==================== block 1
Figure 1. M3 wires (block 1).
Scale: 4 px per um. Cells faint in the background.
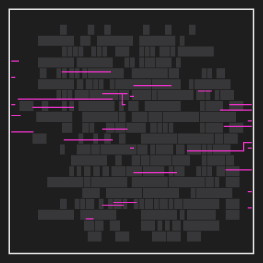

==> src/rtl/serial_add_pkg.sv <==
// Shared types for the bit-serial adder controller: FSM state encoding and
// the sizing helper for the bit counter.
package serial_add_pkg;

  typedef enum logic [1:0] {
    IDLE = 2'd0,
    ADD  = 2'd1,
    DONE = 2'd2
  } state_t;

  // One spare bit over clog2 keeps WIDTH=1 at a legal 1-bit counter.
  function automatic int cnt_width(input int width);
    return $clog2(width) + 1;
  endfunction

endpackage

==> src/rtl/serial_add_ctrl_if.sv <==
// Request/result bundle of the serial adder: operands and start in,
// busy/done and the held result out.
interface serial_add_ctrl_if #(
  parameter int WIDTH = 8
);

  logic             start;
  logic [WIDTH-1:0] a;
  logic [WIDTH-1:0] b;
  logic             cin;
  logic             busy;
  logic             done;
  logic [WIDTH-1:0] sum;
  logic             cout;

  modport master (
    output start, a, b, cin,
    input  busy, done, sum, cout
  );

  modport slave (
    input  start, a, b, cin,
    output busy, done, sum, cout
  );

endinterface

==> src/rtl/fa_bit.sv <==
// Single-bit full adder; the whole datapath of the serial adder.
module fa_bit (
  input  logic x,
  input  logic y,
  input  logic ci,
  output logic s,
  output logic co
);

  assign s  = x ^ y ^ ci;
  assign co = (x & y) | (ci & (x ^ y));

endmodule

==> src/rtl/serial_add_ctrl.sv <==
// Bit-serial adder: {cout,sum} = a + b + cin, one bit per cycle LSB first,
// sequenced by an IDLE/ADD/DONE controller around a single fa_bit.
module serial_add_ctrl
  import serial_add_pkg::*;
#(
  parameter int WIDTH = 8
) (
  input  logic               clk,
  input  logic               rst_n,
  serial_add_ctrl_if.slave   bus
);

  localparam int CW = cnt_width(WIDTH);

  state_t           state;
  state_t           state_nxt;
  logic [WIDTH-1:0] a_sr;
  logic [WIDTH-1:0] b_sr;
  logic [WIDTH-1:0] sum_r;
  logic [WIDTH-1:0] sum_nxt;
  logic             carry;
  logic             cout_r;
  logic [CW-1:0]    cnt;
  logic             load;
  logic             step;
  logic             last;
  logic             fa_s;
  logic             fa_co;

  fa_bit u_fa (
    .x  (a_sr[0]),
    .y  (b_sr[0]),
    .ci (carry),
    .s  (fa_s),
    .co (fa_co)
  );

  assign last    = (cnt == CW'(WIDTH - 1));
  // Sum bits enter at the MSB so after WIDTH steps bit 0 sits at the LSB.
  assign sum_nxt = (sum_r >> 1) | (WIDTH'(fa_s) << (WIDTH - 1));

  always_comb begin
    state_nxt = state;
    load      = 1'b0;
    step      = 1'b0;
    case (state)
      IDLE: begin
        if (bus.start) begin
          load      = 1'b1;
          state_nxt = ADD;
        end
      end
      ADD: begin
        step = 1'b1;
        if (last) state_nxt = DONE;
      end
      DONE: begin
        state_nxt = IDLE;
        if (bus.start) begin
          load      = 1'b1;
          state_nxt = ADD;
        end
      end
      default: state_nxt = IDLE;
    endcase
  end

  always_ff @(posedge clk or negedge rst_n) begin
    if (!rst_n) state <= IDLE;
    else        state <= state_nxt;
  end

  // Carry flop is working state; cout_r is the published copy so a new
  // accepted start does not disturb the held result.
  always_ff @(posedge clk or negedge rst_n) begin
    if (!rst_n) begin
      a_sr   <= '0;
      b_sr   <= '0;
      sum_r  <= '0;
      carry  <= 1'b0;
      cout_r <= 1'b0;
      cnt    <= '0;
    end else if (load) begin
      a_sr   <= bus.a;
      b_sr   <= bus.b;
      carry  <= bus.cin;
      cnt    <= '0;
    end else if (step) begin
      a_sr   <= a_sr >> 1;
      b_sr   <= b_sr >> 1;
      carry  <= fa_co;
      cout_r <= fa_co;
      sum_r  <= sum_nxt;
      cnt    <= cnt + CW'(1);
    end
  end

  assign bus.busy = (state == ADD);
  assign bus.done = (state == DONE);
  assign bus.sum  = sum_r;
  assign bus.cout = cout_r;

endmodule

==> src/flat_wrapper.sv <==
// flat-port wrapper written by rule: the top's interface ports become plain ports
module serial_add_ctrl_flat import serial_add_pkg::*;
#(
  parameter int WIDTH = 8
)
  (clk, rst_n, bus_start, bus_a, bus_b, bus_cin, bus_busy, bus_done, bus_sum, bus_cout);
  serial_add_ctrl_if #(.WIDTH(WIDTH)) bus_i ();
  input  logic clk;
  input  logic rst_n;
  input wire logic [$bits(bus_i.start)-1:0] bus_start;
  input wire logic [$bits(bus_i.a)-1:0] bus_a;
  input wire logic [$bits(bus_i.b)-1:0] bus_b;
  input wire logic [$bits(bus_i.cin)-1:0] bus_cin;
  output wire logic [$bits(bus_i.busy)-1:0] bus_busy;
  output wire logic [$bits(bus_i.done)-1:0] bus_done;
  output wire logic [$bits(bus_i.sum)-1:0] bus_sum;
  output wire logic [$bits(bus_i.cout)-1:0] bus_cout;
  assign bus_i.start = bus_start;
  assign bus_i.a = bus_a;
  assign bus_i.b = bus_b;
  assign bus_i.cin = bus_cin;
  assign bus_busy = bus_i.busy;
  assign bus_done = bus_i.done;
  assign bus_sum = bus_i.sum;
  assign bus_cout = bus_i.cout;
  serial_add_ctrl #(.WIDTH(WIDTH)) u_core (.clk(clk), .rst_n(rst_n), .bus(bus_i));
endmodule
==> config.mk <==
export PLATFORM = sky130hd
export DESIGN_NAME = serial_add_ctrl_flat
export DESIGN_NICKNAME = d
export VERILOG_FILES = /design/src/rtl/serial_add_pkg.sv /design/src/rtl/serial_add_ctrl_if.sv /design/src/rtl/fa_bit.sv /design/src/rtl/serial_add_ctrl.sv /design/src/flat_wrapper.sv
export SDC_FILE = /design/constraint.sdc
export NUM_CORES = 1
export LEC_CHECK = 0
export CAP_MARGIN = 20
export CORE_MARGIN = 2
export CORE_UTILIZATION = 44
export DETAILED_ROUTE_END_ITERATION = 10
export PLACE_DENSITY = 0.85
export SLEW_MARGIN = 25
export SYNTH_ARGS = -nofsm -noshare
export SYNTH_HDL_FRONTEND = slang
export SYNTH_SLANG_ARGS = --single-unit
==> constraint.sdc <==
create_clock -name clk -period 1.17 [get_ports clk]
set_input_delay 0.1755 -clock clk [delete_from_list [all_inputs] [get_ports clk]]
set_output_delay 0.1755 -clock clk [all_outputs]
set_load 0.02 [all_outputs]
==================== block 2
`config.mk`:
```
export PLATFORM = sky130hd
export DESIGN_NAME = kbd_fifo_ctrl
export DESIGN_NICKNAME = d
export VERILOG_FILES = /design/src/rtl/kbd_pkg.sv /design/src/rtl/kbd_sync_fifo.sv /design/src/rtl/kbd_fifo_ctrl.sv
export SDC_FILE = /design/constraint.sdc
export NUM_CORES = 1
export LEC_CHECK = 0
export CAP_MARGIN = 20
export CORE_UTILIZATION = 34
export CTS_BUF_LIST = sky130_fd_sc_hd__clkbuf_8
export DETAILED_ROUTE_END_ITERATION = 7
export HOLD_SLACK_MARGIN = 0.08
export PLACE_DENSITY = 0.59
export SLEW_MARGIN = 20
export SYNTH_ARGS = -nofsm -noshare
export SYNTH_HDL_FRONTEND = slang
export SYNTH_HIERARCHICAL = 1
export SYNTH_SLANG_ARGS = --single-unit
```
`constraint.sdc`:
```
create_clock -name clk -period 2.57 [get_ports clk]
set_input_delay 0.514 -clock clk [delete_from_list [all_inputs] [get_ports clk]]
set_output_delay 0.514 -clock clk [all_outputs]
set_load 0.01 [all_outputs]
```
`src/rtl/kbd_pkg.sv`:
```
// Shared constants for the tiny16 keyboard FIFO controller.
package kbd_pkg;

    // Default geometry
    localparam int unsigned KBD_DATA_W = 8;
    localparam int unsigned KBD_BUS_W  = 16;
    localparam int unsigned KBD_DEPTH  = 8;

    // Bit positions in the bus word at the default bus width
    localparam int unsigned ST_OVF   = KBD_BUS_W - 1;
    localparam int unsigned ST_FULL  = KBD_BUS_W - 2;
    localparam int unsigned ST_EMPTY = KBD_BUS_W - 3;
    localparam int unsigned DV_BIT   = KBD_BUS_W - 1;

endpackage

```
`src/rtl/kbd_sync_fifo.sv`:
```
// Generic single-clock FIFO with flush; storage is never reset.
module kbd_sync_fifo #(
    parameter int unsigned DATA_W = 8,
    parameter int unsigned DEPTH  = 8,
    parameter int unsigned CNT_W  = $clog2(DEPTH) + 1
) (
    input  logic              clk,
    input  logic              rst,
    input  logic              clr_i,
    input  logic              push_i,
    input  logic              pop_i,
    input  logic [DATA_W-1:0] wdata_i,
    output logic [DATA_W-1:0] rdata_o,
    output logic [CNT_W-1:0]  count_o,
    output logic              empty_o,
    output logic              full_o,
    output logic              push_ack_o
);

    localparam int unsigned AW = $clog2(DEPTH);

    logic [DATA_W-1:0] mem_q [DEPTH];
    logic [AW-1:0]     wr_ptr_q, wr_ptr_d;
    logic [AW-1:0]     rd_ptr_q, rd_ptr_d;
    logic [CNT_W-1:0]  count_q, count_d;
    logic              do_push, do_pop;

    assign empty_o = (count_q == '0);
    assign full_o  = (count_q == CNT_W'(DEPTH));

    // A full FIFO still accepts a push when the same cycle pops
    assign do_pop     = pop_i && !clr_i && !empty_o;
    assign do_push    = push_i && !clr_i && (!full_o || pop_i);
    assign push_ack_o = do_push;

    assign rdata_o = mem_q[rd_ptr_q];
    assign count_o = count_q;

    // Next pointer and occupancy values
    always_comb begin
        wr_ptr_d = wr_ptr_q;
        rd_ptr_d = rd_ptr_q;
        count_d  = count_q;
        if (clr_i) begin
            wr_ptr_d = '0;
            rd_ptr_d = '0;
            count_d  = '0;
        end else begin
            if (do_push) wr_ptr_d = wr_ptr_q + AW'(1);
            if (do_pop)  rd_ptr_d = rd_ptr_q + AW'(1);
            if (do_push && !do_pop)      count_d = count_q + CNT_W'(1);
            else if (do_pop && !do_push) count_d = count_q - CNT_W'(1);
        end
    end

    // Pointer and occupancy registers
    always_ff @(posedge clk or posedge rst) begin
        if (rst) begin
            wr_ptr_q <= '0;
            rd_ptr_q <= '0;
            count_q  <= '0;
        end else begin
            wr_ptr_q <= wr_ptr_d;
            rd_ptr_q <= rd_ptr_d;
            count_q  <= count_d;
        end
    end

    // Storage write
    always_ff @(posedge clk) begin
        if (do_push) mem_q[wr_ptr_q] <= wdata_i;
    end

endmodule

```
`src/rtl/kbd_fifo_ctrl.sv`:
```
// Keyboard input controller: buffers key codes and serves them on the CPU bus.
module kbd_fifo_ctrl
    import kbd_pkg::*;
#(
    parameter int unsigned DATA_W = KBD_DATA_W,
    parameter int unsigned BUS_W  = KBD_BUS_W,
    parameter int unsigned DEPTH  = KBD_DEPTH
) (
    input  logic              clk,
    input  logic              rst,
    input  logic              in_strobe,
    input  logic [DATA_W-1:0] in,
    input  logic              out_en,
    input  logic              stat_en,
    input  logic              clr_en,
    output logic [BUS_W-1:0]  out,
    output logic              trigger,
    output logic              empty,
    output logic              full
);

    localparam int unsigned CNT_W = $clog2(DEPTH) + 1;

    // Package indices are relative to the default bus width; rebase onto BUS_W
    localparam int unsigned OVF_B   = ST_OVF + BUS_W - KBD_BUS_W;
    localparam int unsigned FULL_B  = ST_FULL + BUS_W - KBD_BUS_W;
    localparam int unsigned EMPTY_B = ST_EMPTY + BUS_W - KBD_BUS_W;
    localparam int unsigned DV_B    = DV_BIT + BUS_W - KBD_BUS_W;

    logic [DATA_W-1:0] fifo_rdata;
    logic [CNT_W-1:0]  fifo_count;
    logic              push_ack;
    logic [BUS_W-1:0]  out_q, out_d;
    logic              trigger_q, trigger_d;
    logic              overflow_q, overflow_d;

    kbd_sync_fifo #(
        .DATA_W (DATA_W),
        .DEPTH  (DEPTH),
        .CNT_W  (CNT_W)
    ) u_fifo (
        .clk        (clk),
        .rst        (rst),
        .clr_i      (clr_en),
        .push_i     (in_strobe),
        .pop_i      (out_en),
        .wdata_i    (in),
        .rdata_o    (fifo_rdata),
        .count_o    (fifo_count),
        .empty_o    (empty),
        .full_o     (full),
        .push_ack_o (push_ack)
    );

    // Bus word, trigger and sticky overflow; clear wins, data read beats status
    always_comb begin
        out_d      = out_q;
        trigger_d  = 1'b0;
        overflow_d = overflow_q;
        if (clr_en) begin
            out_d      = '0;
            overflow_d = 1'b0;
        end else begin
            trigger_d = push_ack;
            if (in_strobe && !push_ack) overflow_d = 1'b1;
            if (out_en) begin
                out_d = '0;
                if (!empty) begin
                    out_d[DV_B]         = 1'b1;
                    out_d[DATA_W-1:0]   = fifo_rdata;
                end
            end else if (stat_en) begin
                out_d              = '0;
                out_d[CNT_W-1:0]   = fifo_count;
                out_d[OVF_B]       = overflow_q;
                out_d[FULL_B]      = full;
                out_d[EMPTY_B]     = empty;
            end
        end
    end

    // Output and overflow registers
    always_ff @(posedge clk or posedge rst) begin
        if (rst) begin
            out_q      <= '0;
            trigger_q  <= 1'b0;
            overflow_q <= 1'b0;
        end else begin
            out_q      <= out_d;
            trigger_q  <= trigger_d;
            overflow_q <= overflow_d;
        end
    end

    assign out     = out_q;
    assign trigger = trigger_q;

endmodule
```
==================== block 3
### src/rtl/tonegen_pkg.sv
// Shared definitions for the tone-generator channels.
// Holds the default period width, the phase-sequencer length and the
// duty-cycle threshold table used to shape the square wave.
package tonegen_pkg;

   // Default width of base / effective period counters (clk cycles per phase step)
   localparam int PERIOD_W_DEFAULT = 12;

   // Number of phase steps in one waveform cycle
   localparam int PHASE_STEPS = 8;

   // Duty selection codes
   typedef enum logic [1:0] {
      DUTY_12P5 = 2'd0,
      DUTY_25   = 2'd1,
      DUTY_50   = 2'd2,
      DUTY_75   = 2'd3
   } duty_e;

   // Number of phase steps (counted from phase 0) for which the tone is high
   localparam logic [2:0] DUTY_THR [4] = '{3'd1, 3'd2, 3'd4, 3'd6};

   // Threshold lookup for a duty code
   function automatic logic [2:0] duty_thr(input logic [1:0] duty);
      logic [2:0] thr;
      case (duty)
         DUTY_12P5: thr = DUTY_THR[0];
         DUTY_25:   thr = DUTY_THR[1];
         DUTY_50:   thr = DUTY_THR[2];
         DUTY_75:   thr = DUTY_THR[3];
         default:   thr = DUTY_THR[0];
      endcase
      return thr;
   endfunction

endpackage

### src/rtl/period_adder_sat.sv
// Saturating period adder: sum_o = base_i + (offset_i << VIB_SHIFT),
// evaluated one bit wider than the period and clamped to all-ones.
// Ports:
//   base_i    in   PERIOD_W  base period
//   offset_i  in   4         unsigned modulation offset
//   sum_o     out  PERIOD_W  saturated effective period
module period_adder_sat
   import tonegen_pkg::*;
#(
   parameter int PERIOD_W  = PERIOD_W_DEFAULT,
   parameter int VIB_SHIFT = 0
) (
   input  logic [PERIOD_W-1:0] base_i,
   input  logic [3:0]          offset_i,
   output logic [PERIOD_W-1:0] sum_o
);

   logic [PERIOD_W:0] off_ext_s;
   logic [PERIOD_W:0] sum_s;

   // Widen offset, scale it, add with a carry bit, clamp on overflow
   always_comb begin
      off_ext_s = {{(PERIOD_W-3){1'b0}}, offset_i} << VIB_SHIFT;
      sum_s     = {1'b0, base_i} + off_ext_s;
      if (sum_s[PERIOD_W]) begin
         sum_o = {PERIOD_W{1'b1}};
      end else begin
         sum_o = sum_s[PERIOD_W-1:0];
      end
   end

endmodule

### src/rtl/tone_oscillator.sv
// Square-wave tone channel. A programmed base period plus the vibrato
// offset gives the effective period; clk is divided by it to step an
// 8-step phase sequencer, and a duty-selectable square wave is produced.
// Ports:
//   clk           in   1         system clock
//   rst           in   1         synchronous, active-low reset
//   enable        in   1         channel enable (0 = silent, sequencer held at start)
//   period_wr     in   1         strobe: capture period_in
//   period_in     in   PERIOD_W  new base period (0 = channel off)
//   duty          in   2         0:12.5% 1:25% 2:50% 3:75%
//   vib_offset    in   4         vibrato offset from the LFO
//   tone_o        out  1         registered square wave
//   phase_o       out  3         current phase step
//   period_eff_o  out  PERIOD_W  effective period applied at the last reload
//   wrap_o        out  1         one-cycle pulse after phase 7 -> 0
module tone_oscillator
   import tonegen_pkg::*;
#(
   parameter int PERIOD_W  = PERIOD_W_DEFAULT,
   parameter int VIB_SHIFT = 0
) (
   input  logic                clk,
   input  logic                rst,
   input  logic                enable,
   input  logic                period_wr,
   input  logic [PERIOD_W-1:0] period_in,
   input  logic [1:0]          duty,
   input  logic [3:0]          vib_offset,
   output logic                tone_o,
   output logic [2:0]          phase_o,
   output logic [PERIOD_W-1:0] period_eff_o,
   output logic                wrap_o
);

   logic [PERIOD_W-1:0] cnt_q, cnt_d;
   logic [2:0]          phase_q, phase_d;
   logic [PERIOD_W-1:0] base_q, base_d;
   logic [PERIOD_W-1:0] pend_q, pend_d;
   logic                pend_v_q, pend_v_d;
   logic [PERIOD_W-1:0] eff_q, eff_d;
   logic                tone_q, tone_d;
   logic                wrap_q, wrap_d;

   logic                boundary_s;
   logic [PERIOD_W-1:0] new_base_s;
   logic [PERIOD_W-1:0] eff_s;
   logic [2:0]          phase_next_s;

   // Base that takes effect at a reload: a coincident write beats the pending one
   always_comb begin
      if (period_wr) begin
         new_base_s = period_in;
      end else if (pend_v_q) begin
         new_base_s = pend_q;
      end else begin
         new_base_s = base_q;
      end
   end

   period_adder_sat #(
      .PERIOD_W  (PERIOD_W),
      .VIB_SHIFT (VIB_SHIFT)
   ) u_adder (
      .base_i   (new_base_s),
      .offset_i (vib_offset),
      .sum_o    (eff_s)
   );

   // Next-state logic for period registers, counter, sequencer and outputs
   always_comb begin
      cnt_d        = cnt_q;
      phase_d      = phase_q;
      base_d       = base_q;
      pend_d       = pend_q;
      pend_v_d     = pend_v_q;
      eff_d        = eff_q;
      tone_d       = tone_q;
      wrap_d       = 1'b0;
      phase_next_s = phase_q + 3'd1;
      boundary_s   = enable && (base_q != '0) && (cnt_q == '0);

      // Writes park in pend, except when idle where they go straight to base
      if (period_wr) begin
         if (base_q == '0) begin
            base_d = period_in;
         end else begin
            pend_d   = period_in;
            pend_v_d = 1'b1;
         end
      end else begin
         pend_v_d = pend_v_q;
      end

      if (!enable) begin
         cnt_d   = '0;
         phase_d = 3'd0;
         tone_d  = 1'b0;
      end else if (boundary_s) begin
         base_d   = new_base_s;
         pend_v_d = 1'b0;
         if (new_base_s == '0) begin
            // Channel switched off by a zero period: park the sequencer
            cnt_d   = '0;
            phase_d = 3'd0;
            tone_d  = 1'b0;
         end else begin
            cnt_d   = eff_s - PERIOD_W'(1);
            eff_d   = eff_s;
            phase_d = phase_next_s;
            tone_d  = (phase_next_s < duty_thr(duty));
            wrap_d  = (phase_q == 3'd7);
         end
      end else if (base_q == '0) begin
         cnt_d   = '0;
         phase_d = 3'd0;
         tone_d  = 1'b0;
      end else begin
         cnt_d = cnt_q - PERIOD_W'(1);
      end
   end

   // State registers with synchronous active-low reset
   always_ff @(posedge clk) begin
      if (!rst) begin
         cnt_q    <= '0;
         phase_q  <= 3'd0;
         base_q   <= '0;
         pend_q   <= '0;
         pend_v_q <= 1'b0;
         eff_q    <= '0;
         tone_q   <= 1'b0;
         wrap_q   <= 1'b0;
      end else begin
         cnt_q    <= cnt_d;
         phase_q  <= phase_d;
         base_q   <= base_d;
         pend_q   <= pend_d;
         pend_v_q <= pend_v_d;
         eff_q    <= eff_d;
         tone_q   <= tone_d;
         wrap_q   <= wrap_d;
      end
   end

   assign tone_o       = tone_q;
   assign phase_o      = phase_q;
   assign period_eff_o = eff_q;
   assign wrap_o       = wrap_q;

endmodule

### config.mk
export PLATFORM = sky130hd
export DESIGN_NAME = tone_oscillator
export DESIGN_NICKNAME = d
export VERILOG_FILES = /design/src/rtl/tonegen_pkg.sv /design/src/rtl/period_adder_sat.sv /design/src/rtl/tone_oscillator.sv
export SDC_FILE = /design/constraint.sdc
export NUM_CORES = 1
export LEC_CHECK = 0
export ABC_AREA = 1
export CAP_MARGIN = 20
export CORE_ASPECT_RATIO = 0.5
export CORE_UTILIZATION = 51
export CTS_BUF_LIST = sky130_fd_sc_hd__clkbuf_4 sky130_fd_sc_hd__clkbuf_8 sky130_fd_sc_hd__clkbuf_16
export DETAILED_ROUTE_END_ITERATION = 10
export GPL_ROUTABILITY_DRIVEN = 0
export PLACE_DENSITY = 0.82
export RECOVER_POWER = 100
export SLEW_MARGIN = 0
export SYNTH_ARGS = -nofsm -noshare
export SYNTH_HDL_FRONTEND = slang
export SYNTH_SLANG_ARGS = --single-unit
### constraint.sdc
create_clock -name clk -period 3.3 [get_ports clk]
set_clock_uncertainty 0.1 [all_clocks]
set_input_delay 0.495 -clock clk [delete_from_list [all_inputs] [get_ports clk]]
set_output_delay 0.495 -clock clk [all_outputs]
set_load 0.01 [all_outputs]

==> layout pictures side by side <==
Cells by drive strength.
(a)
Scale: 3 px per um.
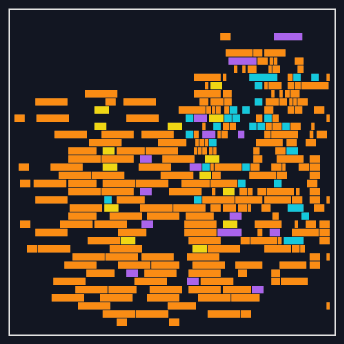
(b)
Scale: 6 px per um.
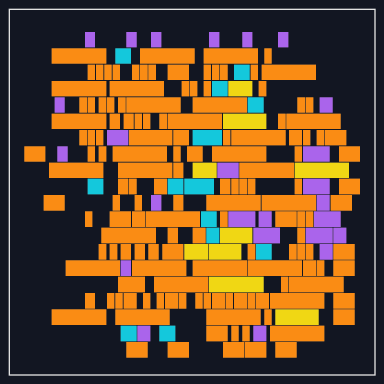
(c)
Scale: 4 px per um.
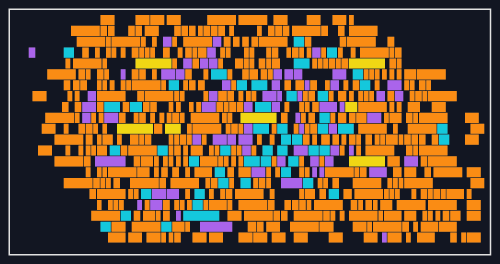
(a) is block 2.
(c) is block 3.
(b) is block 1.

Figure 2. Placed standard cells (block 1).
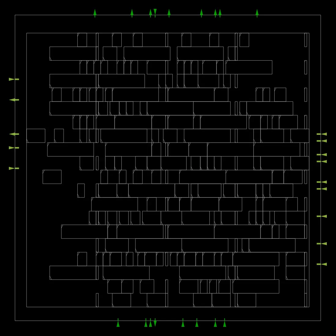
tapcells inserted: 44
Filler cells: 272
Flops: 32
Seq area share: 0.415
row count: 20

## Picture notes: Figure 1
share of all routed wire: 5.4%
wire length on this layer: 166 um
vias: 1185
total wire length: 3080 um
met3 GRT Util: 0.0725

==> CHANGELOG.md, block 1 <==
### Physical design

- Status: complete, but fails checks
- Starting Density: 0.464
- Main area contributors: dfrtp_1 57%, nand2_1 16%, a31oi_1 5.3%
- Yosys cell count: 154
- Clock root buffer master: clkbuf_4
- Most instantiated logic cells after routing: 62 x nand2_1, 32 x dfrtp_1, 19 x clkdlybuf4s50_1
- Placed Area: 1770 um2
- CTS Buf Count: 5
- Vias per cell: 5.00
- Final Non-Filler Cells: 237
- Met1 usage: 0.240
- Die width: 60.7 um
- Final setup vio count: 22
- Power per cell area: 2510 nW/um2
- Port Buffer Count: 30
- Synthesis-stage register bit count: 32
- Setup crit end kind: output pin
- Hold Slack: 0.209 ns
- Crit-path max FO: 3
- Required @ worst endpoint: 0.99 ns
- Met1 WL: 1370 um
- Max IR drop VDD: 1.23 mV
- Net Sw Power: 1.98 mW
- Fin worst setup slack: -0.112 ns
- Violated checks: negative setup slack
- YS chip area: 1420 um2
- Crit path time final: between 1 and 1.5 ns
- Sequential power share: 0.404
- Crit Path Class: reg2out
- Antenna-violating nets left: 0
- Max-area cell share: 0.566
- Rel. slew slack: 0.860
- Vias in the first global route: around 1.1k
- Setup crit end: bus_done
- Maxcap violations: 0
- Total global routing overflow: 0
- Post-route DRC: 0
- Top Layer Used: met4
- Reg-to-Reg End: u_core.cnt[2]
[block 1: power groups by stage]
stage / registers [mW] / clock network (mW) / logic (mW)
finish: 1.96 / 0.573 / 2.32
global placement: 1.93 / 0 / 2.05
detailed placement: 1.96 / 0 / 2.09
floorplan: 2.07 / 0 / 1.30
CTS: 1.94 / 0.592 / 2.13
global route: 2.02 / 0.652 / 2.60
[block 1: cell families (layout without fill, tap and decap cells)]
group,after synthesis,in the layout
compound gates,19,19
fa+ha+maj,2,2
buf+inv,11,50
flops,32,32
mux,1,1
simple gates,89,89
[block 1: worst max-delay path, stage by stage (launching register included)]
cell     delay (ns)
dfrtp_1        0.44
nor2b_1        0.17
buf_4          0.16
[block 1: timing repair]
item | 4_1_cts | 5_1_grt
gates cloned | 0 | 2
setup buffers | 0 | 0
pin swaps | 0 | 2
resized | 51 | 22
hold buffers | 0 | 0
endpoints found under the setup margin | 33 | 28
[block 1: layout make-up]
class	instances	area, um2	area share
multi-input cells	111	597	0.309
clock inverters	1	5.00	0.00259
clock buffers	6	41.3	0.0214
flip-flops and latches	32	801	0.415
well taps	44	55.1	0.0285
inverters	1	6.26	0.00324
repair buffers	42	427	0.221
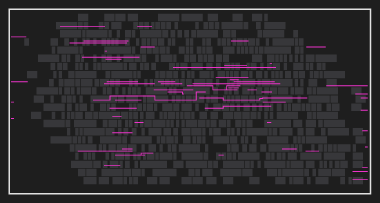
Figure 3: block 3, M3 wires.
Scale: 3 px per um. Cells faint in the background.
share of all routed wire: 5.7%
main direction: horizontal
nets with wire on the layer: 49
wire length on this layer: 518 um
longest straight run: 34.0 um
total wire length: 9090 um
met3 GRT Util: 0.0517

==> CHANGELOG.md, block 3 <==
### Physical design

- Core box area: 6700 um2
- Worst-margin pin slew: approximately 0.89 ns
- Power per cell area: slightly above 800 nW/um2
- TritonCTS clock tree: built
- Global router's overall resource usage: 0.258
- Clock-cell share: 0.0342
- Fmax: roughly 320 MHz
- YS chip area: 3550 um2
- Die H: 61.0 um
- Seq/Total Area, Yosys: 0.305
- Vias per cell: between 5 and 6
- Reg2Reg Depth: 25
- Syn_nets: 563
- Initial DRC count: approximately 240
- Initial antenna violation count: 0
- Cells after Synth: roughly 530
- CTS Buffer Depth: 2
- Top Layer Used: met4
- Crit Path Class: in2reg
- # H-tree levels: 2
- Maxcap violations: 0
- Synthesis-stage register bit count: 54
- Post-synthesis mux area share: 0
- DIE AREA: ~7300 um2
- R2r setup slk: 0.21 ns
- Commonest cells post-synth: 117 x nand2_1, 61 x inv_1, 54 x dfxtp_1
- Reg-to-Reg End: cnt_q[10]
- Status: finished clean
- Main logic family after synthesis: simple AND/OR/NAND/NOR gates
- Die width: between 100 and 150 um
- Fraction of area in multi-input gates: 0.477
- Total global routing overflow: 0
- CTS Buf Count: 5
- Setup crit end kind: flip-flop
- Final nets: between 600 and 700
- Final Hold Viols: 0
- Vias in the first global route: about 3.3k
==> block 3: where the power goes <==
part           leakage [nW]  switching [mW]  total (mW)  internal (mW)
Clock                0.0704           0.256       0.542          0.286
Sequential            0.443           0.101       0.951          0.851
Combinational          1.58            1.34        2.11          0.773
==> block 3: through the flow <==
step	power [mW]	setup WS, ns	TNS [ns]
floorplan	2.50	0.0230	0
detailed placement	3.07	-0.388	-2.11
finish	3.61	0.184	0
global placement	3.00	-0.263	-1.35
CTS	3.62	0.153	0
global route	3.92	-0.0599	-0.0878
==> block 3: worst max path at each step <==
stage                      start         to  slack [ns]  cells after the start
floorplan              period_wr  cnt_q[10]        0.02                     27
global placement       period_wr  cnt_q[10]       -0.26                     25
detailed placement     period_wr  cnt_q[10]       -0.39                     25
CTS                 period_in[0]  cnt_q[10]        0.15                     23
global route            pend_v_q  cnt_q[10]       -0.06                     23
finish              period_in[3]  cnt_q[10]        0.18                     20
==> block 3: what timing repair did <==
| action | CTS | global route |
|---|---|---|
| hold buffers | 0 | 0 |
| setup buffers | 0 | 2 |
| resized | 3 | 15 |
| pin swaps | 2 | 11 |
| setup endpoints to repair | 2 | 4 |
Figure 4. Cells colored by class (block 2).
Scale: 4 px per um.
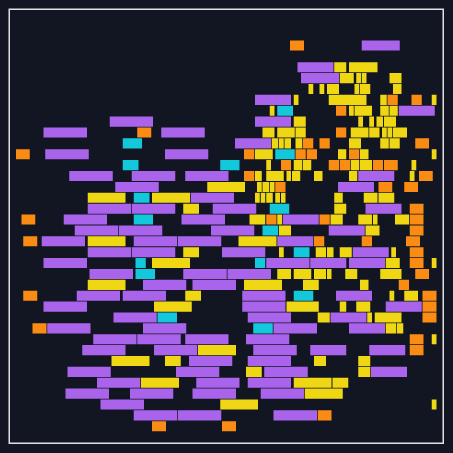
legend:
  flip-flops:
    color: purple
    cells: 87
  clock drivers and dummy loads:
    color: cyan
    cells: 16
  other buffers and delay cells:
    color: orange
    cells: 48
  all other logic:
    color: yellow
    cells: 129
Seq area share: 0.550
final core occ: 0.418
row count: 38
cell area after layout: 4550 um2

Figure 5. Placed standard cells (block 2).
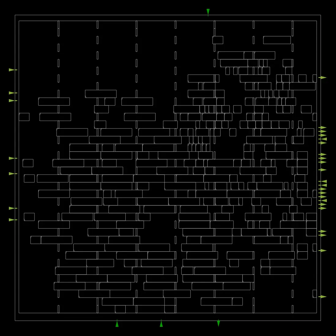
core box area: 10900 um2
tapcells inserted: 140
Final Non-Filler Cells: 420
Filler cells: 987

==> CHANGELOG.md, block 2 <==
### Physical design

- Status: finished clean
- Arr. time, crit path: a little under 2 ns
- Met3 wire len: 346 um
- Max IR drop VDD: 0.320 mV
- Pre-antenna DRT Iters: 4
- Syn_area_per_cell: ~17 um2
- Clock root buffer master: clkbuf_8
- Count of library flops with an enable pin: ~64
- Top Layer Used: met4
- Setup Skew: approximately 0.0094 ns
- Post-layout period usage: 0.965
- Biggest register: u_fifo/mem_q
- Worst-path cell chain: or3_4, nor2_1, clkdlybuf4s50_1
- WL met2: 3420 um
- Yosys cell count: roughly 230
- CTS Buffer Depth: 2
- Worst Hold Class: in2async
- Main area contributors: edfxtp_1 50%, dfrtp_1 15%, mux4_1 10%
- Met2 Use GR: 0.225
- Vias in the first global route: 2144
- Vias: around 2.1k
- DIE AREA: 11700 um2
- Setup crit end: empty
- TritonCTS clock tree: built
- Crit path buf inv count: 1
- Slowest cell on crit path: clkdlybuf4s50_1
- FF/Latch Area: 2500 um2
- Ant diodes: 0
- Critical path startpoint category: flip-flop
- Fmax: a little over 400 MHz
- Post-route DRC: 0
block 2: worst min-delay path by stage:
| stage | endpoint | startpoint |
|---|---|---|
| floorplan | u_fifo/count_o[0] | rst |
| global placement | out[4] | out[4] |
| detailed placement | out[6] | out[6] |
| CTS | u_fifo/count_o[3] | rst |
| global route | u_fifo/wr_ptr_q[1] | rst |
| finish | u_fifo/count_o[3] | rst |
block 2: layout make-up:
type,instances,area share
sequential,87,0.550
multi-input combinational,123,0.270
timing repair buffer,48,0.0941
tap,140,0.0385
clock buffer,9,0.0272
clock inverter,7,0.0157
inverter,6,0.00495
block 2: cells in the mapped netlist, drive strengths merged, types with 3 or more instances:
master   number
mux4         16
inv           6
ha            4
dfrtp        23
a21oi         3
xnor2         3
mux2          9
a22o          4
o211ai        3
edfxtp       64
buf          13
nand2         4
xor2          4
nand2b        4
o21ai         3
nor2         20
nor3          4
nor2b         4
mux2i         9
o2bb2ai       4
block 2: cells by family (layout without fill, tap and decap cells):
group	Yosys count	after routing	synth area share
compound gates	24	24	0.0509
xor+xnor	7	7	0.0160
fa+ha+maj	5	5	0.0183
buf+inv	21	70	0.0349
flops	87	87	0.652
mux	34	34	0.160
other cells	1	5	0.000979
simple gates	48	48	0.0673


==> notes/layouts.md <==
Pictures saved along the way, in no particular order.

Where the registers sit.
Plate I
Scale: 3 px per um.
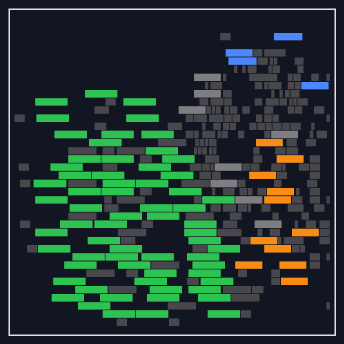
Plate II
Scale: 6 px per um.
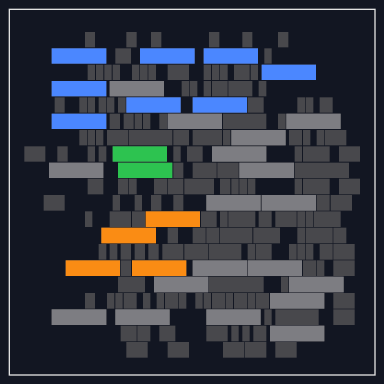
Plate III
Scale: 4 px per um.
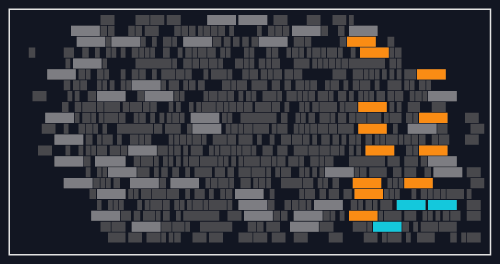
- smallest die: Plate II
- largest die: Plate I
For block 1, see Plate II.
For block 3, see Plate III.
For block 2, see Plate I.

Power figures rest on the tool's default switching activity, not on a simulated workload.
